######## pci_master_cmd_seq_flat ########
**pci_master_cmd_seq_flat: placed cells, one colour a class**

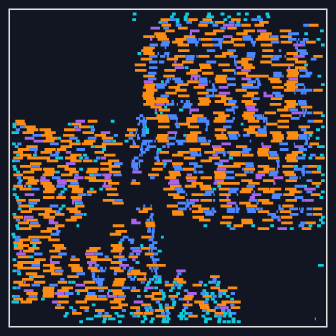

<file path="src/rtl/pci_master_cmd_seq_if.sv">
// Host-side command/write-data/read-return handshakes plus the PCI initiator-control and bus-observation signals.
// master = the sequencer; slave = host and bus environment.
interface pci_master_cmd_seq_if;
    logic        cmd_valid;
    logic        cmd_ready;
    logic        cmd_rw;
    logic [31:0] cmd_addr;
    logic [2:0]  cmd_len;
    logic [3:0]  cmd_be;
    logic        wd_valid;
    logic        wd_ready;
    logic [31:0] wd_data;
    logic        force_req;
    logic        rw;
    logic [31:0] contactAddress;
    logic [31:0] data;
    logic [3:0]  BE;
    logic        grant;
    logic        iframe;
    logic        iready;
    logic        tready;
    logic        devsel;
    logic [31:0] AD;
    logic        rd_valid;
    logic [31:0] rd_data;
    logic        done;
    logic        err;

    modport master (
        input  cmd_valid, cmd_rw, cmd_addr, cmd_len, cmd_be,
        input  wd_valid, wd_data,
        input  grant, iframe, iready, tready, devsel, AD,
        output cmd_ready, wd_ready,
        output force_req, rw, contactAddress, data, BE,
        output rd_valid, rd_data, done, err
    );

    modport slave (
        output cmd_valid, cmd_rw, cmd_addr, cmd_len, cmd_be,
        output wd_valid, wd_data,
        output grant, iframe, iready, tready, devsel, AD,
        input  cmd_ready, wd_ready,
        input  force_req, rw, contactAddress, data, BE,
        input  rd_valid, rd_data, done, err
    );
endinterface

</file>
<file path="src/rtl/pci_master_cmd_seq.sv">
// PCI initiator command sequencer: queues host commands and write words, drives the device request/control
// inputs and counts data phases. Optional master-abort timeout in ADDR via PCI_SEQ_TIMEOUT_EN.
module pci_master_cmd_seq #(
    parameter int CMD_DEPTH   = 4,
    parameter int WDATA_DEPTH = 8,
    parameter int TIMEOUT     = 6
) (
    input  logic                 clk,
    input  logic                 rst_n,
    pci_master_cmd_seq_if.master bus
);
    localparam int CAW = $clog2(CMD_DEPTH);
    localparam int WAW = $clog2(WDATA_DEPTH);

    typedef struct packed {
        logic        rw;
        logic [31:0] addr;
        logic [2:0]  len;
        logic [3:0]  be;
    } cmd_t;

    typedef enum logic [2:0] {IDLE, REQ, ADDR, DATA, DONE} state_t;

    cmd_t         cmd_mem_q [CMD_DEPTH];
    logic [31:0]  wd_mem_q  [WDATA_DEPTH];
    logic [CAW:0] cmd_wptr_q, cmd_rptr_q;
    logic [WAW:0] wd_wptr_q, wd_rptr_q;
    logic [WAW:0] wd_count, wd_need, wd_pop_n;
    logic         cmd_full, cmd_empty, wd_full;
    logic         cmd_push, wd_push, cmd_pop;
    logic [WAW-1:0] wd_nxt_idx;
    cmd_t         cmd_in, cmd_head;
    logic [31:0]  wd_head, wd_nxt;
    logic         launch_ok, beat;

    state_t      state_q, state_d;
    logic        force_req_q, force_req_d;
    logic        rw_q, rw_d;
    logic [31:0] addr_q, addr_d;
    logic [31:0] data_q, data_d;
    logic [3:0]  be_q, be_d;
    logic [2:0]  len_q, len_d;
    logic [2:0]  cnt_q, cnt_d;
    logic        rd_valid_q, rd_valid_d;
    logic [31:0] rd_data_q, rd_data_d;
    logic        done_q, done_d;

`ifdef PCI_SEQ_TIMEOUT_EN
    localparam int TW = $clog2(TIMEOUT + 1);
    logic [TW-1:0] tcnt_q, tcnt_d;
    logic          err_q, err_d;
`endif

    // Full is pointer-based only, so a same-cycle pop never reopens the FIFO.
    assign cmd_full  = (cmd_wptr_q[CAW] != cmd_rptr_q[CAW]) &&
                       (cmd_wptr_q[CAW-1:0] == cmd_rptr_q[CAW-1:0]);
    assign cmd_empty = (cmd_wptr_q == cmd_rptr_q);
    assign wd_full   = (wd_wptr_q[WAW] != wd_rptr_q[WAW]) &&
                       (wd_wptr_q[WAW-1:0] == wd_rptr_q[WAW-1:0]);
    assign wd_count  = wd_wptr_q - wd_rptr_q;

    assign cmd_push = bus.cmd_valid && !cmd_full;
    assign wd_push  = bus.wd_valid && !wd_full;

    assign cmd_in     = '{rw: bus.cmd_rw, addr: bus.cmd_addr, len: bus.cmd_len, be: bus.cmd_be};
    assign cmd_head   = cmd_mem_q[cmd_rptr_q[CAW-1:0]];
    assign wd_head    = wd_mem_q[wd_rptr_q[WAW-1:0]];
    assign wd_nxt_idx = wd_rptr_q[WAW-1:0] + WAW'(1);
    assign wd_nxt     = wd_mem_q[wd_nxt_idx];
    assign wd_need    = (WAW+1)'(cmd_head.len) + (WAW+1)'(1);

    // A write only launches once its whole burst is buffered, so DATA never starves.
    assign launch_ok = !cmd_empty && (!cmd_head.rw || (wd_count >= wd_need));
    assign beat      = !bus.iready && !bus.tready;

    always_ff @(posedge clk) begin
        if (cmd_push) cmd_mem_q[cmd_wptr_q[CAW-1:0]] <= cmd_in;
        if (wd_push)  wd_mem_q[wd_wptr_q[WAW-1:0]]   <= bus.wd_data;
    end

    always_ff @(posedge clk or negedge rst_n) begin
        if (!rst_n) begin
            cmd_wptr_q <= '0;
            cmd_rptr_q <= '0;
            wd_wptr_q  <= '0;
            wd_rptr_q  <= '0;
        end else begin
            if (cmd_push) cmd_wptr_q <= cmd_wptr_q + (CAW+1)'(1);
            if (cmd_pop)  cmd_rptr_q <= cmd_rptr_q + (CAW+1)'(1);
            if (wd_push)  wd_wptr_q  <= wd_wptr_q + (WAW+1)'(1);
            wd_rptr_q <= wd_rptr_q + wd_pop_n;
        end
    end

    always_ff @(posedge clk or negedge rst_n) begin
        if (!rst_n) begin
            state_q     <= IDLE;
            force_req_q <= 1'b0;
            rw_q        <= 1'b0;
            addr_q      <= '0;
            data_q      <= '0;
            be_q        <= '0;
            len_q       <= '0;
            cnt_q       <= '0;
            rd_valid_q  <= 1'b0;
            rd_data_q   <= '0;
            done_q      <= 1'b0;
`ifdef PCI_SEQ_TIMEOUT_EN
            tcnt_q      <= '0;
            err_q       <= 1'b0;
`endif
        end else begin
            state_q     <= state_d;
            force_req_q <= force_req_d;
            rw_q        <= rw_d;
            addr_q      <= addr_d;
            data_q      <= data_d;
            be_q        <= be_d;
            len_q       <= len_d;
            cnt_q       <= cnt_d;
            rd_valid_q  <= rd_valid_d;
            rd_data_q   <= rd_data_d;
            done_q      <= done_d;
`ifdef PCI_SEQ_TIMEOUT_EN
            tcnt_q      <= tcnt_d;
            err_q       <= err_d;
`endif
        end
    end

    always_comb begin
        state_d     = state_q;
        force_req_d = force_req_q;
        rw_d        = rw_q;
        addr_d      = addr_q;
        data_d      = data_q;
        be_d        = be_q;
        len_d       = len_q;
        cnt_d       = cnt_q;
        rd_valid_d  = 1'b0;
        rd_data_d   = rd_data_q;
        done_d      = 1'b0;
        cmd_pop     = 1'b0;
        wd_pop_n    = '0;
`ifdef PCI_SEQ_TIMEOUT_EN
        tcnt_d      = tcnt_q;
        err_d       = 1'b0;
`endif
        case (state_q)
            // The command pops on the completing edge, so DONE already sees the next head and
            // can relaunch directly, keeping force_req low for exactly one cycle.
            IDLE, DONE: begin
                if (state_q == DONE) state_d = IDLE;
                if (launch_ok) begin
                    state_d     = REQ;
                    force_req_d = 1'b1;
                    rw_d        = cmd_head.rw;
                    addr_d      = cmd_head.addr;
                    be_d        = cmd_head.be;
                    len_d       = cmd_head.len;
                    if (cmd_head.rw) data_d = wd_head;
                end
            end
            REQ: begin
                if (!bus.grant && bus.iframe && bus.iready) begin
                    state_d = ADDR;
`ifdef PCI_SEQ_TIMEOUT_EN
                    tcnt_d  = '0;
`endif
                end
            end
            ADDR: begin
                if (!bus.devsel && !bus.tready) begin
                    state_d = DATA;
                    cnt_d   = '0;
                end
`ifdef PCI_SEQ_TIMEOUT_EN
                else if (bus.devsel) begin
                    if (tcnt_q == TW'(TIMEOUT - 1)) begin
                        state_d     = DONE;
                        force_req_d = 1'b0;
                        done_d      = 1'b1;
                        err_d       = 1'b1;
                        cmd_pop     = 1'b1;
                        if (rw_q) wd_pop_n = (WAW+1)'(len_q) + (WAW+1)'(1);
                    end else begin
                        tcnt_d = tcnt_q + TW'(1);
                    end
                end
`endif
            end
            DATA: begin
                if (beat) begin
                    if (rw_q) begin
                        wd_pop_n = (WAW+1)'(1);
                        if (cnt_q != len_q) data_d = wd_nxt;
                    end else begin
                        rd_valid_d = 1'b1;
                        rd_data_d  = bus.AD;
                    end
                    if (cnt_q == len_q) begin
                        state_d     = DONE;
                        force_req_d = 1'b0;
                        done_d      = 1'b1;
                        cmd_pop     = 1'b1;
                    end else begin
                        cnt_d = cnt_q + 3'd1;
                    end
                end
            end
            default: state_d = IDLE;
        endcase
    end

    assign bus.cmd_ready      = !cmd_full;
    assign bus.wd_ready       = !wd_full;
    assign bus.force_req      = force_req_q;
    assign bus.rw             = rw_q;
    assign bus.contactAddress = addr_q;
    assign bus.data           = data_q;
    assign bus.BE             = be_q;
    assign bus.rd_valid       = rd_valid_q;
    assign bus.rd_data        = rd_data_q;
    assign bus.done           = done_q;
`ifdef PCI_SEQ_TIMEOUT_EN
    assign bus.err            = err_q;
`else
    assign bus.err            = 1'b0;
`endif
endmodule

</file>
<file path="src/flat_wrapper.sv">
// flat-port wrapper written by rule: the top's interface ports become plain ports
module pci_master_cmd_seq_flat 
#(
    parameter int CMD_DEPTH   = 4,
    parameter int WDATA_DEPTH = 8,
    parameter int TIMEOUT     = 6
)
  (clk, rst_n, bus_cmd_valid, bus_cmd_rw, bus_cmd_addr, bus_cmd_len, bus_cmd_be, bus_wd_valid, bus_wd_data, bus_grant, bus_iframe, bus_iready, bus_tready, bus_devsel, bus_AD, bus_cmd_ready, bus_wd_ready, bus_force_req, bus_rw, bus_contactAddress, bus_data, bus_BE, bus_rd_valid, bus_rd_data, bus_done, bus_err);
  pci_master_cmd_seq_if bus_i ();
  input  logic clk;
  input  logic rst_n;
  input wire logic [$bits(bus_i.cmd_valid)-1:0] bus_cmd_valid;
  input wire logic [$bits(bus_i.cmd_rw)-1:0] bus_cmd_rw;
  input wire logic [$bits(bus_i.cmd_addr)-1:0] bus_cmd_addr;
  input wire logic [$bits(bus_i.cmd_len)-1:0] bus_cmd_len;
  input wire logic [$bits(bus_i.cmd_be)-1:0] bus_cmd_be;
  input wire logic [$bits(bus_i.wd_valid)-1:0] bus_wd_valid;
  input wire logic [$bits(bus_i.wd_data)-1:0] bus_wd_data;
  input wire logic [$bits(bus_i.grant)-1:0] bus_grant;
  input wire logic [$bits(bus_i.iframe)-1:0] bus_iframe;
  input wire logic [$bits(bus_i.iready)-1:0] bus_iready;
  input wire logic [$bits(bus_i.tready)-1:0] bus_tready;
  input wire logic [$bits(bus_i.devsel)-1:0] bus_devsel;
  input wire logic [$bits(bus_i.AD)-1:0] bus_AD;
  output wire logic [$bits(bus_i.cmd_ready)-1:0] bus_cmd_ready;
  output wire logic [$bits(bus_i.wd_ready)-1:0] bus_wd_ready;
  output wire logic [$bits(bus_i.force_req)-1:0] bus_force_req;
  output wire logic [$bits(bus_i.rw)-1:0] bus_rw;
  output wire logic [$bits(bus_i.contactAddress)-1:0] bus_contactAddress;
  output wire logic [$bits(bus_i.data)-1:0] bus_data;
  output wire logic [$bits(bus_i.BE)-1:0] bus_BE;
  output wire logic [$bits(bus_i.rd_valid)-1:0] bus_rd_valid;
  output wire logic [$bits(bus_i.rd_data)-1:0] bus_rd_data;
  output wire logic [$bits(bus_i.done)-1:0] bus_done;
  output wire logic [$bits(bus_i.err)-1:0] bus_err;
  assign bus_i.cmd_valid = bus_cmd_valid;
  assign bus_i.cmd_rw = bus_cmd_rw;
  assign bus_i.cmd_addr = bus_cmd_addr;
  assign bus_i.cmd_len = bus_cmd_len;
  assign bus_i.cmd_be = bus_cmd_be;
  assign bus_i.wd_valid = bus_wd_valid;
  assign bus_i.wd_data = bus_wd_data;
  assign bus_i.grant = bus_grant;
  assign bus_i.iframe = bus_iframe;
  assign bus_i.iready = bus_iready;
  assign bus_i.tready = bus_tready;
  assign bus_i.devsel = bus_devsel;
  assign bus_i.AD = bus_AD;
  assign bus_cmd_ready = bus_i.cmd_ready;
  assign bus_wd_ready = bus_i.wd_ready;
  assign bus_force_req = bus_i.force_req;
  assign bus_rw = bus_i.rw;
  assign bus_contactAddress = bus_i.contactAddress;
  assign bus_data = bus_i.data;
  assign bus_BE = bus_i.BE;
  assign bus_rd_valid = bus_i.rd_valid;
  assign bus_rd_data = bus_i.rd_data;
  assign bus_done = bus_i.done;
  assign bus_err = bus_i.err;
  pci_master_cmd_seq #(.CMD_DEPTH(CMD_DEPTH), .WDATA_DEPTH(WDATA_DEPTH), .TIMEOUT(TIMEOUT)) u_core (.clk(clk), .rst_n(rst_n), .bus(bus_i));
endmodule
</file>
<file path="config.mk">
export PLATFORM = sky130hd
export DESIGN_NAME = pci_master_cmd_seq_flat
export DESIGN_NICKNAME = d
export VERILOG_FILES = /design/src/rtl/pci_master_cmd_seq_if.sv /design/src/rtl/pci_master_cmd_seq.sv /design/src/flat_wrapper.sv
export SDC_FILE = /design/constraint.sdc
export NUM_CORES = 1
export LEC_CHECK = 0
export CAP_MARGIN = 20
export CORE_MARGIN = 1
export CORE_UTILIZATION = 25
export DETAILED_ROUTE_END_ITERATION = 10
export PLACE_DENSITY = 0.45
export SLEW_MARGIN = 40
export SYNTH_ARGS = -nofsm -noshare
export SYNTH_HDL_FRONTEND = slang
export SYNTH_SLANG_ARGS = --single-unit
</file>
<file path="constraint.sdc">
create_clock -name clk -period 11.4 [get_ports clk]
set_clock_uncertainty 0.2 [all_clocks]
set_input_delay 3.42 -clock clk [delete_from_list [all_inputs] [get_ports clk]]
set_output_delay 3.42 -clock clk [all_outputs]
set_load 0.02 [all_outputs]
</file>
######## i2c_burst_master ########
<file path="src/rtl/i2c_burst_master.sv">
// I2C master issuing START, 7-bit address, a burst of 0..2^LEN_W-1 data bytes and STOP.
// The bit slot is four quarter ticks: SCL low in q0-q1, released in q2-q3, SDA sampled at the end of q2.
module i2c_burst_master #(
  parameter int unsigned CLK_DIV = 4,
  parameter int unsigned LEN_W   = 4
) (
  input  logic             clk,
  input  logic             rst_n,
  input  logic             start,
  input  logic [6:0]       addr,
  input  logic             rw,
  input  logic [LEN_W-1:0] len,
  input  logic [7:0]       tx_data,
  output logic             tx_ack,
  output logic [7:0]       rx_data,
  output logic             rx_valid,
  output logic             busy,
  output logic             done,
  output logic             ack_err,
  output logic             scl_oe,
  output logic             sda_oe,
  input  logic             sda_i
);

  localparam int unsigned QW = (CLK_DIV > 2) ? $clog2(CLK_DIV) : 1;

  typedef enum logic [3:0] {
    S_IDLE, S_START, S_ADDR, S_ADDR_ACK, S_WR, S_WR_ACK, S_RD, S_RD_ACK, S_STOP, S_DONE
  } state_t;

  state_t           state, state_nx;
  logic [QW-1:0]    qcnt;
  logic [1:0]       q;
  logic [2:0]       bit_cnt;
  logic [7:0]       sh;
  logic [LEN_W-1:0] rem;
  logic             rw_q;
  logic             ack_smp;
  logic             tick, slot_end, samp;

  assign tick     = (qcnt == QW'(CLK_DIV - 1));
  assign slot_end = tick && (q == 2'd3);
  assign samp     = tick && (q == 2'd2);

  always_ff @(posedge clk or negedge rst_n) begin
    if (!rst_n) state <= S_IDLE;
    else        state <= state_nx;
  end

  always_comb begin
    state_nx = state;
    scl_oe   = 1'b0;
    sda_oe   = 1'b0;
    tx_ack   = 1'b0;
    busy     = 1'b1;
    done     = 1'b0;
    unique case (state)
      S_IDLE: begin
        busy = 1'b0;
        if (start) state_nx = S_START;
      end
      S_START: begin
        sda_oe = 1'b1;
        if (tick && (q == 2'd1)) state_nx = S_ADDR;
      end
      S_ADDR: begin
        scl_oe = ~q[1];
        sda_oe = ~sh[7];
        if (slot_end && (bit_cnt == 3'd7)) state_nx = S_ADDR_ACK;
      end
      S_ADDR_ACK: begin
        scl_oe = ~q[1];
        if (slot_end) begin
          if (ack_smp || (rem == '0)) state_nx = S_STOP;
          else if (rw_q)              state_nx = S_RD;
          else begin
            state_nx = S_WR;
            tx_ack   = 1'b1;
          end
        end
      end
      S_WR: begin
        scl_oe = ~q[1];
        sda_oe = ~sh[7];
        if (slot_end && (bit_cnt == 3'd7)) state_nx = S_WR_ACK;
      end
      S_WR_ACK: begin
        scl_oe = ~q[1];
        if (slot_end) begin
          if (ack_smp || (rem < LEN_W'(2))) state_nx = S_STOP;
          else begin
            state_nx = S_WR;
            tx_ack   = 1'b1;
          end
        end
      end
      S_RD: begin
        scl_oe = ~q[1];
        if (slot_end && (bit_cnt == 3'd7)) state_nx = S_RD_ACK;
      end
      S_RD_ACK: begin
        scl_oe = ~q[1];
        // rem still counts the byte just received, so >1 means more bytes follow
        sda_oe = (rem > LEN_W'(1));
        if (slot_end) state_nx = (rem < LEN_W'(2)) ? S_STOP : S_RD;
      end
      S_STOP: begin
        scl_oe = ~q[1];
        sda_oe = (q != 2'd3);
        if (slot_end) state_nx = S_DONE;
      end
      S_DONE: begin
        busy     = 1'b0;
        done     = 1'b1;
        state_nx = S_IDLE;
      end
      default: state_nx = S_IDLE;
    endcase
  end

  always_ff @(posedge clk or negedge rst_n) begin
    if (!rst_n) begin
      qcnt     <= '0;
      q        <= '0;
      bit_cnt  <= '0;
      sh       <= '0;
      rem      <= '0;
      rw_q     <= 1'b0;
      ack_smp  <= 1'b0;
      ack_err  <= 1'b0;
      rx_data  <= '0;
      rx_valid <= 1'b0;
    end else begin
      rx_valid <= 1'b0;

      if (state == S_IDLE) qcnt <= '0;
      else                 qcnt <= tick ? '0 : qcnt + QW'(1);

      // q and bit_cnt restart at every state change so each phase begins on slot q0
      if ((state == S_IDLE) || (state == S_DONE)) begin
        q       <= '0;
        bit_cnt <= '0;
      end else if (tick) begin
        if (state_nx != state) begin
          q       <= '0;
          bit_cnt <= '0;
        end else begin
          q <= q + 2'd1;
          if (q == 2'd3) bit_cnt <= bit_cnt + 3'd1;
        end
      end

      if ((state == S_IDLE) && start) begin
        sh      <= {addr, rw};
        rw_q    <= rw;
        rem     <= len;
        ack_err <= 1'b0;
      end else if (tx_ack) begin
        sh <= tx_data;
      end else if (slot_end && ((state == S_ADDR) || (state == S_WR))) begin
        sh <= {sh[6:0], 1'b0};
      end else if (samp && (state == S_RD)) begin
        sh <= {sh[6:0], sda_i};
      end

      if (samp && ((state == S_ADDR_ACK) || (state == S_WR_ACK))) ack_smp <= sda_i;
      if (slot_end && ((state == S_ADDR_ACK) || (state == S_WR_ACK)) && ack_smp) ack_err <= 1'b1;
      if (slot_end && ((state == S_WR_ACK) || (state == S_RD_ACK)) && (rem != '0)) rem <= rem - LEN_W'(1);

      if (slot_end && (state == S_RD) && (bit_cnt == 3'd7)) begin
        rx_data  <= sh;
        rx_valid <= 1'b1;
      end
    end
  end

endmodule

</file>
<file path="config.mk">
export PLATFORM = sky130hd
export DESIGN_NAME = i2c_burst_master
export DESIGN_NICKNAME = d
export VERILOG_FILES = /design/src/rtl/i2c_burst_master.sv
export SDC_FILE = /design/constraint.sdc
export NUM_CORES = 1
export LEC_CHECK = 0
export ABC_AREA = 0
export ABC_CLOCK_PERIOD_IN_PS = 2300
export CAP_MARGIN = 0
export CORE_UTILIZATION = 35
export CTS_BUF_LIST = sky130_fd_sc_hd__clkbuf_2
export DETAILED_ROUTE_END_ITERATION = 8
export SLEW_MARGIN = 5
export SYNTH_ARGS = -nofsm -noshare
export SYNTH_HDL_FRONTEND = slang
export SYNTH_SLANG_ARGS = --single-unit
</file>
<file path="constraint.sdc">
create_clock -name clk -period 2.3 [get_ports clk]
set_input_delay 0.46 -clock clk [delete_from_list [all_inputs] [get_ports clk]]
set_output_delay 0.46 -clock clk [all_outputs]
set_load 0.05 [all_outputs]
</file>
######## pipe_stage_skid ########
## src/rtl/pipe_stage_skid.sv

```systemverilog
// ----------------------------------------------------------------------------
// pipe_stage_skid
//
// Purpose:
//   A pipeline stage register with a valid/ready handshake and a 2-entry skid
//   buffer. It carries an opaque DATA_W-bit payload between two CPU pipeline
//   stages (ID/EX, EX/MEM, MEM/WB). Upstream and downstream can stall on their
//   own without losing full throughput. A synchronous flush discards
//   everything held and leaves a NOP bubble. Two saturating counters record
//   downstream bubbles and upstream back-pressure.
//
// Parameters:
//   DATA_W     payload width
//   NOP_VALUE  payload presented on out_data whenever out_valid is low
//   CNT_W      width of each performance counter
//
// Ports:
//   clk         clock; all state updates on the rising edge
//   rst         synchronous, active-high reset
//   flush       synchronous flush; drops held entries and any same-cycle push
//   in_valid    upstream payload valid
//   in_ready    stage can accept (derived only from registered state)
//   in_data     upstream payload
//   out_valid   payload on out_data is valid
//   out_ready   downstream accepts this cycle
//   out_data    payload to the next stage
//   occupancy   number of held entries, 0..2
//   bubble_cnt  cycles with out_ready=1 and out_valid=0, saturating
//   backpr_cnt  cycles with in_valid=1 and in_ready=0, saturating
// ----------------------------------------------------------------------------
module pipe_stage_skid #(
    parameter int                 DATA_W    = 110,
    parameter logic [DATA_W-1:0]  NOP_VALUE = {DATA_W{1'b0}},
    parameter int                 CNT_W     = 16
) (
    input  logic              clk,
    input  logic              rst,
    input  logic              flush,
    input  logic              in_valid,
    output logic              in_ready,
    input  logic [DATA_W-1:0] in_data,
    output logic              out_valid,
    input  logic              out_ready,
    output logic [DATA_W-1:0] out_data,
    output logic [1:0]        occupancy,
    output logic [CNT_W-1:0]  bubble_cnt,
    output logic [CNT_W-1:0]  backpr_cnt
);

    // The encoding doubles as the occupancy count.
    typedef enum logic [1:0] {
        EMPTY = 2'd0,
        ONE   = 2'd1,
        FULL  = 2'd2
    } state_t;

    state_t            state;
    state_t            state_next;
    logic [DATA_W-1:0] main_q;
    logic [DATA_W-1:0] main_next;
    logic [DATA_W-1:0] skid_q;
    logic [DATA_W-1:0] skid_next;
    logic              push;
    logic              pop;

    // Handshake flags come only from the state register. This avoids any
    // combinational path from out_ready to in_ready or from in_valid to
    // out_valid.
    assign in_ready  = (state != FULL);
    assign out_valid = (state != EMPTY);
    assign occupancy = state;

    // main_q is forced to NOP_VALUE on every entry to EMPTY, so it can drive
    // the output directly.
    assign out_data  = main_q;

    assign push = in_valid & in_ready;
    assign pop  = out_valid & out_ready;

    // Next-state logic. A flush wins over the handshake and discards any
    // same-cycle push. A same-cycle pop has already been seen downstream, so
    // it still counts as delivered.
    always_comb begin
        state_next = state;
        main_next  = main_q;
        skid_next  = skid_q;
        if (flush) begin
            state_next = EMPTY;
            main_next  = NOP_VALUE;
            skid_next  = NOP_VALUE;
        end else begin
            case (state)
                EMPTY: begin
                    if (push) begin
                        state_next = ONE;
                        main_next  = in_data;
                    end
                end
                ONE: begin
                    if (push && !pop) begin
                        state_next = FULL;
                        skid_next  = in_data;
                    end else if (push && pop) begin
                        main_next  = in_data;
                    end else if (pop) begin
                        state_next = EMPTY;
                        main_next  = NOP_VALUE;
                    end
                end
                FULL: begin
                    // No push is possible here. The skid entry moves up so
                    // that FIFO order is kept.
                    if (pop) begin
                        state_next = ONE;
                        main_next  = skid_q;
                        skid_next  = NOP_VALUE;
                    end
                end
                default: begin
                    state_next = EMPTY;
                    main_next  = NOP_VALUE;
                    skid_next  = NOP_VALUE;
                end
            endcase
        end
    end

    // State and payload registers. Reset takes priority over everything.
    always_ff @(posedge clk) begin
        if (rst) begin
            state  <= EMPTY;
            main_q <= NOP_VALUE;
            skid_q <= NOP_VALUE;
        end else begin
            state  <= state_next;
            main_q <= main_next;
            skid_q <= skid_next;
        end
    end

    // Performance counters. They sample the same-cycle handshake values and
    // stick at all-ones. Only reset clears them; a flush leaves them alone.
    always_ff @(posedge clk) begin
        if (rst) begin
            bubble_cnt <= '0;
            backpr_cnt <= '0;
        end else begin
            if (out_ready && !out_valid && (bubble_cnt != {CNT_W{1'b1}}))
                bubble_cnt <= bubble_cnt + CNT_W'(1);
            if (in_valid && !in_ready && (backpr_cnt != {CNT_W{1'b1}}))
                backpr_cnt <= backpr_cnt + CNT_W'(1);
        end
    end

endmodule

```

## config.mk

```make
export PLATFORM = sky130hd
export DESIGN_NAME = pipe_stage_skid
export DESIGN_NICKNAME = d
export VERILOG_FILES = /design/src/rtl/pipe_stage_skid.sv
export SDC_FILE = /design/constraint.sdc
export NUM_CORES = 1
export LEC_CHECK = 0
export CORE_ASPECT_RATIO = 0.5
export CORE_UTILIZATION = 46
export CTS_CLUSTER_SIZE = 16
export DETAILED_ROUTE_END_ITERATION = 8
export GPL_TIMING_DRIVEN = 0
export PLACE_DENSITY = 0.77
export SLEW_MARGIN = 40
export SYNTH_ARGS = -nofsm -noshare
export SYNTH_HDL_FRONTEND = slang
export SYNTH_SLANG_ARGS = --single-unit
```

## constraint.sdc

```tcl
create_clock -name clk -period 2.4 [get_ports clk]
set_input_delay 0.6 -clock clk [delete_from_list [all_inputs] [get_ports clk]]
set_output_delay 0.6 -clock clk [all_outputs]
set_load 0.02 [all_outputs]
```

######## dm_arbiter_flat ########
[src/rtl/dm_arbiter_if.sv]
// Bundle between the cores, the shared data memory and dm_arbiter.
// slave = arbiter side, master = cores plus memory side.
interface dm_arbiter_if #(
    parameter int NCORES = 4,
    parameter int ADDR_W = 16,
    parameter int DATA_W = 16
);
    localparam int GW = $clog2(NCORES);

    logic [NCORES-1:0]        req;
    logic [NCORES-1:0]        we;
    logic [NCORES*ADDR_W-1:0] addr;
    logic [NCORES*DATA_W-1:0] wdata;
    logic [NCORES-1:0]        ack;
    logic [DATA_W-1:0]        rdata;
    logic [GW-1:0]            grant_id;
    logic                     busy;
    logic                     dm_en;
    logic                     dm_we;
    logic [ADDR_W-1:0]        dm_addr;
    logic [DATA_W-1:0]        dm_wdata;
    logic [DATA_W-1:0]        dm_rdata;

    modport slave (
        input  req, we, addr, wdata, dm_rdata,
        output ack, rdata, grant_id, busy,
        output dm_en, dm_we, dm_addr, dm_wdata
    );

    modport master (
        output req, we, addr, wdata, dm_rdata,
        input  ack, rdata, grant_id, busy,
        input  dm_en, dm_we, dm_addr, dm_wdata
    );
endinterface

[src/rtl/dm_arbiter.sv]
// Round-robin arbiter giving NCORES cores shared access to one data memory.
// Each transaction walks IDLE -> ACCESS -> RESP -> IDLE.
module dm_arbiter #(
    parameter int NCORES = 4,
    parameter int ADDR_W = 16,
    parameter int DATA_W = 16
) (
    input logic         clk,
    input logic         rst,
    dm_arbiter_if.slave arb
);
    localparam int GW = $clog2(NCORES);
    localparam int CW = GW + 1;
    localparam logic [CW-1:0] NC = CW'(NCORES);

    typedef enum logic [1:0] {
        IDLE   = 2'd0,
        ACCESS = 2'd1,
        RESP   = 2'd2
    } state_t;

    state_t              state_q, state_d;
    logic [GW-1:0]       last_q, last_d;
    logic [GW-1:0]       grant_q, grant_d;
    logic                lwe_q, lwe_d;
    logic [NCORES-1:0]   ack_q, ack_d;
    logic [DATA_W-1:0]   rdata_q, rdata_d;
    logic                busy_q, busy_d;
    logic                en_q, en_d;
    logic                dwe_q, dwe_d;
    logic [ADDR_W-1:0]   addr_q, addr_d;
    logic [DATA_W-1:0]   wdata_q, wdata_d;

    logic [CW-1:0]       sum;
    logic [GW-1:0]       win;
    logic                found;
    logic [DATA_W-1:0]   rdata_mux;

    // Search starts one past the last served core and wraps.
    always_comb begin
        sum   = '0;
        win   = '0;
        found = 1'b0;
        for (int k = 1; k <= NCORES; k++) begin
            sum = {1'b0, last_q} + CW'(k);
            if (sum >= NC) begin
                sum = sum - NC;
            end
            if (!found && arb.req[sum[GW-1:0]]) begin
                found = 1'b1;
                win   = sum[GW-1:0];
            end
        end
    end

    always_ff @(posedge clk) begin
        if (rst) begin
            state_q <= IDLE;
            last_q  <= GW'(NCORES - 1);
            grant_q <= '0;
            lwe_q   <= 1'b0;
            ack_q   <= '0;
            rdata_q <= '0;
            busy_q  <= 1'b0;
            en_q    <= 1'b0;
            dwe_q   <= 1'b0;
            addr_q  <= '0;
            wdata_q <= '0;
        end else begin
            state_q <= state_d;
            last_q  <= last_d;
            grant_q <= grant_d;
            lwe_q   <= lwe_d;
            ack_q   <= ack_d;
            rdata_q <= rdata_d;
            busy_q  <= busy_d;
            en_q    <= en_d;
            dwe_q   <= dwe_d;
            addr_q  <= addr_d;
            wdata_q <= wdata_d;
        end
    end

    always_comb begin
        state_d = state_q;
        unique case (state_q)
            IDLE:    if (found) state_d = ACCESS;
            ACCESS:  state_d = RESP;
            RESP:    state_d = IDLE;
            default: state_d = IDLE;
        endcase
    end

    // The memory answers one cycle after the strobe, i.e. during RESP,
    // so read data is steered straight through while the ack is up.
    always_comb begin
        rdata_mux = rdata_q;
        if (state_q == RESP && !lwe_q) begin
            rdata_mux = arb.dm_rdata;
        end
    end

    always_comb begin
        last_d  = last_q;
        grant_d = grant_q;
        lwe_d   = lwe_q;
        ack_d   = '0;
        rdata_d = rdata_q;
        busy_d  = (state_d != IDLE);
        en_d    = 1'b0;
        dwe_d   = 1'b0;
        addr_d  = addr_q;
        wdata_d = wdata_q;
        unique case (state_q)
            IDLE: begin
                if (found) begin
                    grant_d = win;
                    lwe_d   = arb.we[win];
                    addr_d  = arb.addr[win*ADDR_W +: ADDR_W];
                    wdata_d = arb.wdata[win*DATA_W +: DATA_W];
                    en_d    = 1'b1;
                    dwe_d   = arb.we[win];
                end
            end
            ACCESS: begin
                ack_d = NCORES'(1) << grant_q;
            end
            RESP: begin
                last_d  = grant_q;
                rdata_d = rdata_mux;
            end
            default: begin
                ack_d = '0;
            end
        endcase
    end

    assign arb.ack      = ack_q;
    assign arb.rdata    = rdata_mux;
    assign arb.grant_id = grant_q;
    assign arb.busy     = busy_q;
    assign arb.dm_en    = en_q;
    assign arb.dm_we    = dwe_q;
    assign arb.dm_addr  = addr_q;
    assign arb.dm_wdata = wdata_q;
endmodule

[src/flat_wrapper.sv]
// flat-port wrapper written by rule: the top's interface ports become plain ports
module dm_arbiter_flat 
#(
    parameter int NCORES = 4,
    parameter int ADDR_W = 16,
    parameter int DATA_W = 16
)
  (clk, rst, arb_req, arb_we, arb_addr, arb_wdata, arb_dm_rdata, arb_ack, arb_rdata, arb_grant_id, arb_busy, arb_dm_en, arb_dm_we, arb_dm_addr, arb_dm_wdata);
  dm_arbiter_if #(.NCORES(NCORES), .ADDR_W(ADDR_W), .DATA_W(DATA_W)) arb_i ();
  input logic clk;
  input logic rst;
  input wire logic [$bits(arb_i.req)-1:0] arb_req;
  input wire logic [$bits(arb_i.we)-1:0] arb_we;
  input wire logic [$bits(arb_i.addr)-1:0] arb_addr;
  input wire logic [$bits(arb_i.wdata)-1:0] arb_wdata;
  input wire logic [$bits(arb_i.dm_rdata)-1:0] arb_dm_rdata;
  output wire logic [$bits(arb_i.ack)-1:0] arb_ack;
  output wire logic [$bits(arb_i.rdata)-1:0] arb_rdata;
  output wire logic [$bits(arb_i.grant_id)-1:0] arb_grant_id;
  output wire logic [$bits(arb_i.busy)-1:0] arb_busy;
  output wire logic [$bits(arb_i.dm_en)-1:0] arb_dm_en;
  output wire logic [$bits(arb_i.dm_we)-1:0] arb_dm_we;
  output wire logic [$bits(arb_i.dm_addr)-1:0] arb_dm_addr;
  output wire logic [$bits(arb_i.dm_wdata)-1:0] arb_dm_wdata;
  assign arb_i.req = arb_req;
  assign arb_i.we = arb_we;
  assign arb_i.addr = arb_addr;
  assign arb_i.wdata = arb_wdata;
  assign arb_i.dm_rdata = arb_dm_rdata;
  assign arb_ack = arb_i.ack;
  assign arb_rdata = arb_i.rdata;
  assign arb_grant_id = arb_i.grant_id;
  assign arb_busy = arb_i.busy;
  assign arb_dm_en = arb_i.dm_en;
  assign arb_dm_we = arb_i.dm_we;
  assign arb_dm_addr = arb_i.dm_addr;
  assign arb_dm_wdata = arb_i.dm_wdata;
  dm_arbiter #(.NCORES(NCORES), .ADDR_W(ADDR_W), .DATA_W(DATA_W)) u_core (.clk(clk), .rst(rst), .arb(arb_i));
endmodule
[config.mk]
export PLATFORM = sky130hd
export DESIGN_NAME = dm_arbiter_flat
export DESIGN_NICKNAME = d
export VERILOG_FILES = /design/src/rtl/dm_arbiter_if.sv /design/src/rtl/dm_arbiter.sv /design/src/flat_wrapper.sv
export SDC_FILE = /design/constraint.sdc
export NUM_CORES = 1
export LEC_CHECK = 0
export CAP_MARGIN = 5
export CORE_UTILIZATION = 41
export CTS_BUF_LIST = sky130_fd_sc_hd__clkbuf_8
export CTS_CLUSTER_DIAMETER = 30
export DETAILED_ROUTE_END_ITERATION = 10
export PLACE_DENSITY = 0.95
export SETUP_SLACK_MARGIN = 0.3
export SLEW_MARGIN = 20
export SYNTH_ARGS = -nofsm -noshare
export SYNTH_HDL_FRONTEND = slang
export SYNTH_SLANG_ARGS = --single-unit
[constraint.sdc]
create_clock -name clk -period 4.1 [get_ports clk]
set_input_delay 0.82 -clock clk [delete_from_list [all_inputs] [get_ports clk]]
set_output_delay 0.82 -clock clk [all_outputs]
set_load 0.01 [all_outputs]
**i2c_burst_master: sequential cells grouped by signal name**

Other sequential cells in the stronger grey, the rest of the logic in the fainter grey.
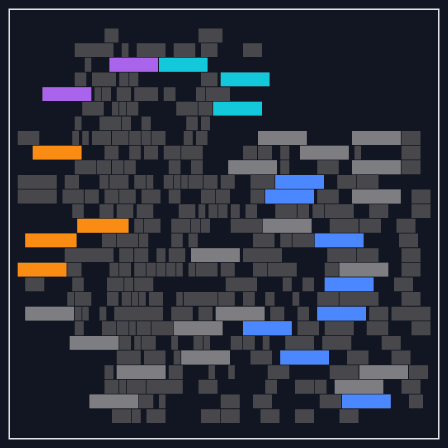
legend:
  orange:
    netlist_name: state
    placed_flops: 4
    where: middle left
  cyan:
    netlist_name: bit_cnt
    placed_flops: 3
  purple:
    netlist_name: q
    placed_flops: 2
  blue:
    netlist_name: sh
    placed_flops: 8

==> changes_impl.md, i2c_burst_master <==
### Implementation results

- Data required time of the critical path: 1.84 ns
- Uppermost metal layer occupied by signal nets: met4
- Met3 wire length: 190 um
- Nets at Floorplan: 242
- Number of violations of the max-capacitance limit: 0
- Family of cells with the greatest summed delay on the critical path: simple AND/OR/NAND/NOR gates
- Global-route met2 utilization: 28.21%
- Clock H-tree levels: 2
- Worst setup path startpoint: rem[1]
- Clk slew on worst S/H paths: 0.20 ns
- Final setup vio count: 9
- Area growth from synthesis to layout: 42.15%
- Area fraction in mux cells: 9.631%
- Tapcell count: 72
- Largest voltage drop on the vdd net: 0.1972 mV
- Summed area of non-filler cells in the final layout: 2992 um^2
- Post-synthesis xor/xnor area fraction: 0.4162%
- Worst Path Arrival: 2.04 ns
- Violations in the final reports: negative setup slack
- Result of the run: finished with violations
- IO Port Bufs: 38
- Top logic cells by instance count in the layout: dfrtp_1, clkdlybuf4s50_1, buf_4, nand2_1, nand2b_1
- Setup Buffers After CTS: 3
- Fraction of standard cell area in multi-input logic: 40.57%
- Endpoint of the most critical setup path: tx_ack
- Met1 global-route usage: 25.05%
- Via count of the first global-routing pass: 1817
- Power dissipated by switching net loads: 239.3 uW
- Wire length reported by the detailed router: 5.195 mm
- Final-layout non-clock buffer area share: 23.96%
- Reg-to-reg startpoint: rem[1]
- Part of the total power dissipated in combinational logic: 6.1%
- Post-route worst setup slack: -0.2048 ns
- Most common reg cell: dfrtp_1
- Instance count of the mapped netlist: 210
- Total congestion overflow after global routing: 0
- RSZ-0062 raised after global routing: true
- Sequential-cell power consumption: 616 uW
- Cell area after placement: 2678 um^2
- Initial antenna violation count: 0
- Floorplan core area: 5642 um^2
- Final hold violation count: 0
- Diodes inserted: 0
- Final worst hold slack: 0.4630 ns
- Part of the cycle the worst path needs: 108.9%
- AND-OR/OR-AND Cells, Area Fraction: 19.74%
- Area share, top type: 41.62%
- Most common library cells after synthesis: dfrtp_1, mux2_1, nand2_1, nor2_1, nand2b_1
- Sequential share of the synthesized area: 41.62%
- Die outline height: 79.54 um
- Slack of the worst reg-to-reg path: -0.17 ns
- Headroom to the max-slew limit: 67.10%
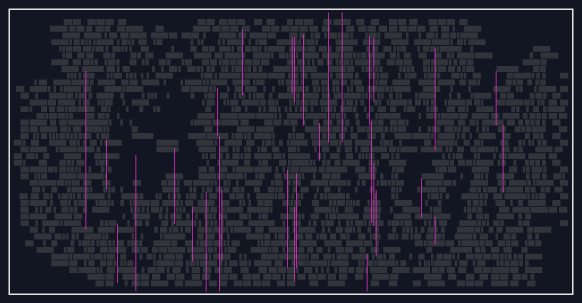
**Above:** pipe_stage_skid (the metal 4 layer).
Cells faint in the background.
main direction: vertical
nets with wire on the layer: 24
longest straight run: 63.9 um
wire length on this layer: 990 um

**pipe_stage_skid: clock network drawn from the DEF**

Scale bar: 50 um.
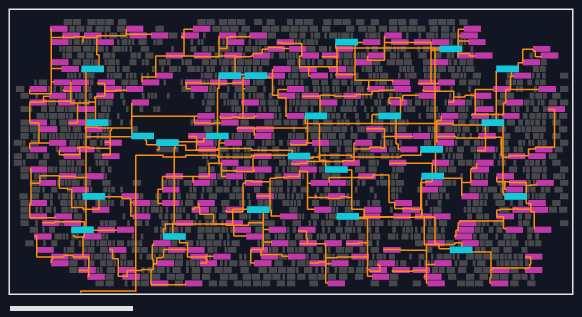
legend:
  cyan:
    item: clock-net drivers
    count: 24
  magenta:
    item: flip-flops
    count: 254
  orange:
    item: clock wires
    length: 3270 um
routed clock nets: 25

==> changes_impl.md, pipe_stage_skid <==
### Implementation results

- Result of the run: complete, no violations
- Post-synthesis xor/xnor area fraction: 0.1490%
- Number of violations of the max-capacitance limit: 0
- Met1 global-route usage: 33.34%
- YS chip area: 11760 um^2
- Total congestion overflow after global routing: 0
- EDFF count, synth: 0
- TritonCTS buffer count: 24
- Total area of multi-input combinational cells: 5319 um^2
- DRC: 0
- Setup Buffers After CTS: 1
- CTS Sinks: 254
- Critical Setup Path Class: in2reg
- Post-Layout Cell Count: 2073
- Largest voltage drop on the vdd net: 0.4984 mV
- Met3 wire length: 1.757 mm
- Portion of total power attributed to sequential cells: 45.7%
- Part of the total power dissipated in combinational logic: 13.4%
- Floorplan core area: 24520 um^2
- Max power group: registers
- Row count: 40
- Uppermost metal layer occupied by signal nets: met4
- Worst Hold Endpoint: occupancy[1]
- Yosys warns: 0
- Final hold violation count: 0
- Insertion Delay late pin: 0.54 ns
- Combinational-cell power consumption: 1.27 mW
- Yosys stat cell total: 1440
- Via count of the first global-routing pass: 11310
- Worst-path cell with the longest stage delay: or4_4
- GRT Max-Usage Layer: met2
- Tool warning count: 26
- Reg2Reg Capture Point: backpr_cnt[1]
- Plain + repair buffers: 389
- TritonCTS clock tree: done
- Reg2reg path depth: 6
- Weighted congestion at the end of routability-driven global placement: 0.8603
- Number of filler cells placed in the layout: 2094
- Flop area: 5085 um^2
- Most common reg cell: dfxtp_1
- FFs w/ async S/R, synth: 0%
- Fin Setup TNS: 0 ns
- Measured slew at the worst slew-check pin: 0.7118 ns
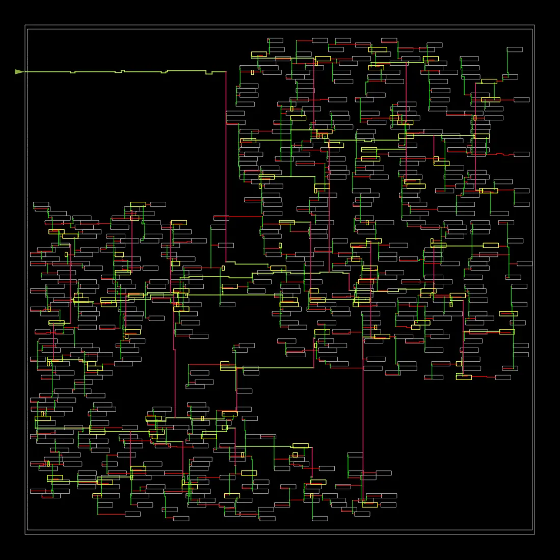
**Above:** pci_master_cmd_seq_flat (clock routing).
final-layout clock buffer total: 103
count of flip-flops and latches: 543

**pci_master_cmd_seq_flat: the metal 4 layer**

Cells faint in the background.
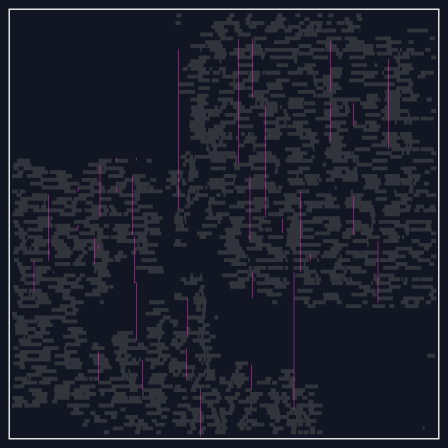
main direction: vertical
share of all routed wire: 2.1%
longest straight run: 114 um

Notes on 'placed cells, one colour a class' of pci_master_cmd_seq_flat above:
legend:
  purple:
    class: clock drivers and dummy loads
    cells: 122
  cyan:
    class: remaining buffers and delay cells
    cells: 243
  orange:
    class: registers
    cells: 543
  blue:
    class: remaining logic cells
    cells: 564

==> changes_impl.md, pci_master_cmd_seq_flat <==
### Implementation results

- Clk slew on worst S/H paths: 0.06 ns
- DRC: 0
- RSZ-0062 raised after global routing: false
- Max Fanout on Critical Path: 30
- TritonCTS buffer count: 66
- Die outline height: 304.4 um
- Sequential-cell power consumption: 2.94 mW
- Part of the cycle the worst path needs: 57.37%
- Total congestion overflow after global routing: 0
- Initial antenna violation count: 7
- Number of cells in the design after placement: 2526
- Internal Pwr Total: 5.558 mW
- IO Port Bufs: 218
- Post-CTS Hold Fix Bufs: 0
- Die X-Extent: 304.4 um
- FFs w/ async S/R, synth: 23.39%
- Combinational-cell power consumption: 3.22 mW
- Total power divided by cell area: 288.7 nW/um^2
- Yosys stat cell total: 1177
- Area fraction in mux cells: 22.33%
- Measured slew at the worst slew-check pin: 0.7700 ns
- Logic depth of the worst path, buffers included: 4
- Fin Setup TNS: 0 ns
- Clock H-tree levels: 3
- Detailed-routing wirelength on met1: 23.65 mm
- Post-placement worst setup slack: 5.330 ns
- Number of ports placed on the die boundary: 220
- Number of ordinary inverters in the final layout: 13
- Result of the run: complete, no violations
- Sequential share of the synthesized area: 68.55%
- Pin count of the biggest net entering global routing: 72
- Post_cts resized: 0
- Diodes inserted: 1
- Clock tree root buffer cell: clkbuf_16
- Clock network power: 2.14 mW
- Static Leak: 9.751 nW
- Uppermost metal layer occupied by signal nets: met5
- Met1 global-route usage: 14.97%
- Count leader, synth: edfxtp_1
- Layout cells sized above 1: 28.53%
- Final setup vio count: 0
- Leading area contributor after synthesis: edfxtp_1
- Top cells by area: edfxtp_1, mux4_2, dfrtp_1
- Most common library cells after synthesis: edfxtp_1, mux4_2, dfrtp_1, mux2_2, nand2_1
- Worst setup path startpoint: u_core.wd_rptr_q[1]
**dm_arbiter_flat: clock routing**

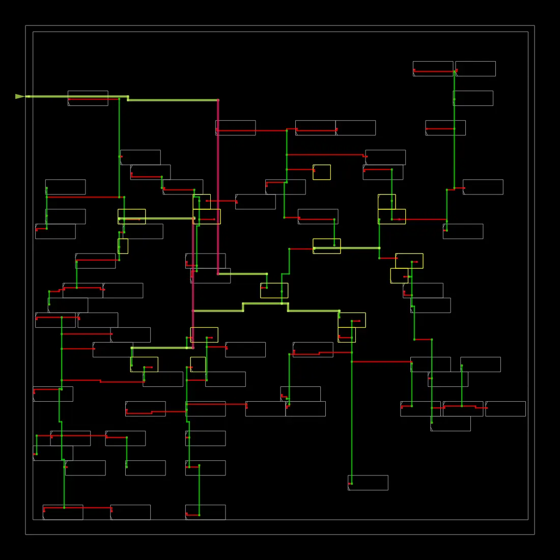
CTS Sinks: 62
TritonCTS buffer count: 9
maximum clock skew at final layout: 0.01416 ns
clock network power: 494 uW
Insertion Delay late pin: 0.33 ns

==> changes_impl.md, dm_arbiter_flat <==
### Implementation results

- Result of the run: complete, no violations
- Clock H-tree levels: 3
- DR vias: 3492
- Detailed-routing wirelength on met1: 4.242 mm
- Half-perimeter wire length after detailed placement: 8.374 mm
- Nets at Floorplan: 517
- Met1 global-route usage: 26.33%
- EDFF count, synth: 0
- Achievable clock frequency: 308.8 MHz
- Yosys stat cell total: 363
- Clock tree root buffer cell: clkbuf_8
- Buffer levels on the longest clock path: 2
- YS chip area: 3443 um^2
- TritonCTS clock tree: done
- Power share of the clock group: 27.7%
- Worst-path cell with the longest stage delay: nor2_2
- Headroom to the max-slew limit: 39.00%
- Area share, top type: 36.05%
- Via count of the first global-routing pass: 3461
- Fin util: 69.90%
- Sequential share of the synthesized area: 36.05%
- Final worst hold slack: 0.4785 ns
- Power dissipated by switching net loads: 540.6 uW
- Final setup vio count: 0
- Tapcell count: 105
- Count leader, synth: dfxtp_1
- Total power draw: 1.785 mW
- Final hold violation count: 0
- Chain of cells forming the critical path: nand2b_1 -> nor2_2 -> mux2_2 -> clkdlybuf4s50_1
- Max power group: registers
- Fraction of standard cell area in multi-input logic: 34.92%
- Simple-Gate Fraction of Synth Area: 17.08%
- Post-CTS Hold Fix Bufs: 0
- Average cell area after synthesis: 9.486 um^2
- Uppermost metal layer occupied by signal nets: met4
- Switching part of the total: 30.29%
- Count of routing violations after the opening detailed-route iteration: 122
- DRC: 0
- Reg2Reg Capture Point: u_core.lwe_q
- Worst setup path startpoint: u_core.state_q[0]
- Post-placement worst setup slack: 0.8266 ns
- Die X-Extent: 93.64 um
- Internal Pwr Total: 1.244 mW
- Final number of max-transition violations: 0
- Combinational-cell power consumption: 590 uW
- Instance count of the mapped netlist: 363
- Row count: 33
- Slowest cell delay on critical path: 0.62 ns
- Plain + repair buffers: 216
- Logic depth of the worst path, buffers included: 4
- Number of iterations in the first detailed-routing pass: 4
- Area fraction in full adders, half adders and majority gates: 0%
- Number of multi-input combinational cells in the layout: 267
- Wire length reported by the detailed router: 11.27 mm
- Buffer and inverter count on the worst path: 1
- GR Util All Layers: 24.79%
- Initial antenna violation count: 0
- Most common cell after layout, fill and taps aside: clkdlybuf4s50_1
- Largest non-sequential cell family by area: AND-OR/OR-AND gates


==> notes/layouts.md <==
Pictures saved along the way, in no particular order.

Placed cells, one colour a class.
(a)
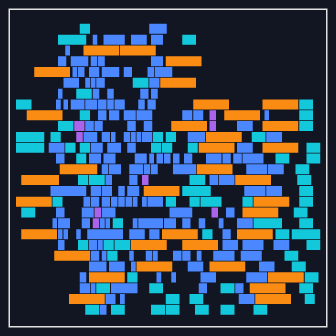
(b)
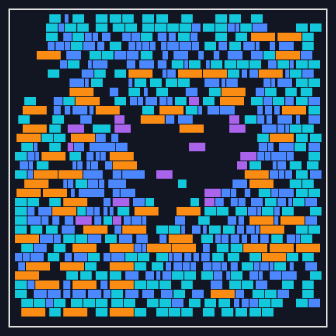
(c)
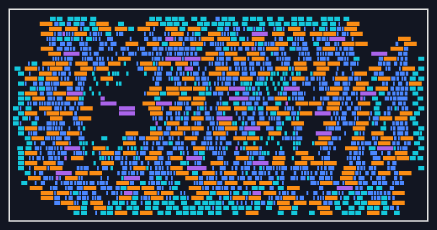
The one with the most sequential cells is (c).
dm_arbiter_flat -> (b)
pipe_stage_skid -> (c)
i2c_burst_master -> (a)


==> notes/layouts.md <==
Pictures saved along the way, in no particular order.

Clock network drawn from the DEF.
shot_01.png
Scale bar: 20 um.
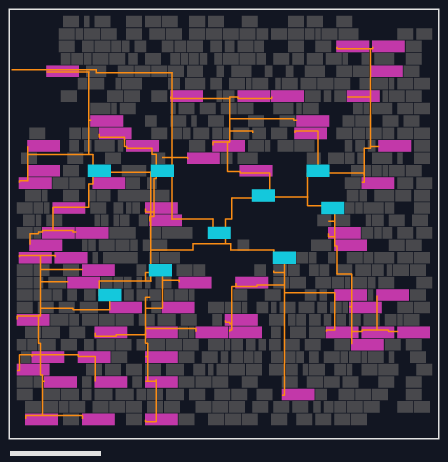
shot_02.png
Scale bar: 20 um.
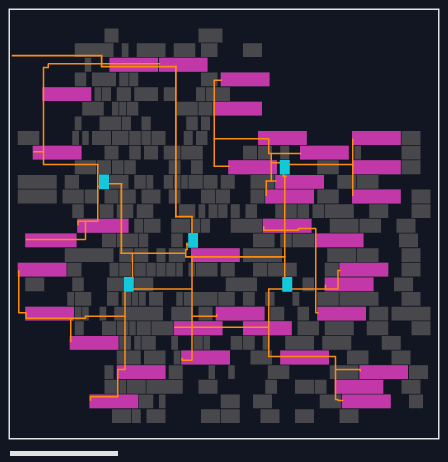
shot_03.png
Scale bar: 100 um.
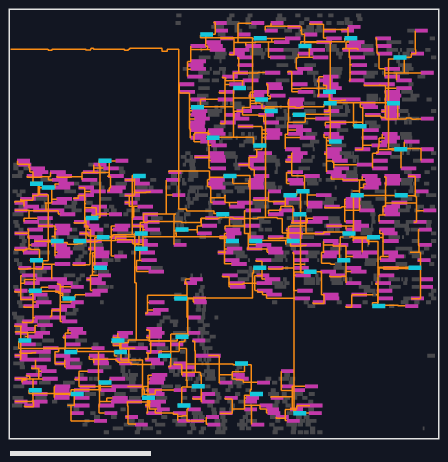
dm_arbiter_flat -> shot_01.png
i2c_burst_master -> shot_02.png
pci_master_cmd_seq_flat -> shot_03.png
The one with the most sequential cells is shot_03.png.
The one with the smallest die is shot_02.png.

Key to shot_02.png:
legend:
  orange:
    item: clock wires
    length: 506 um
  magenta:
    item: flip-flops
    count: 35
  cyan:
    item: clock-net drivers
    count: 5
flops lie: all over the die

No activity file was given, so power comes from the tool's default toggle rates.
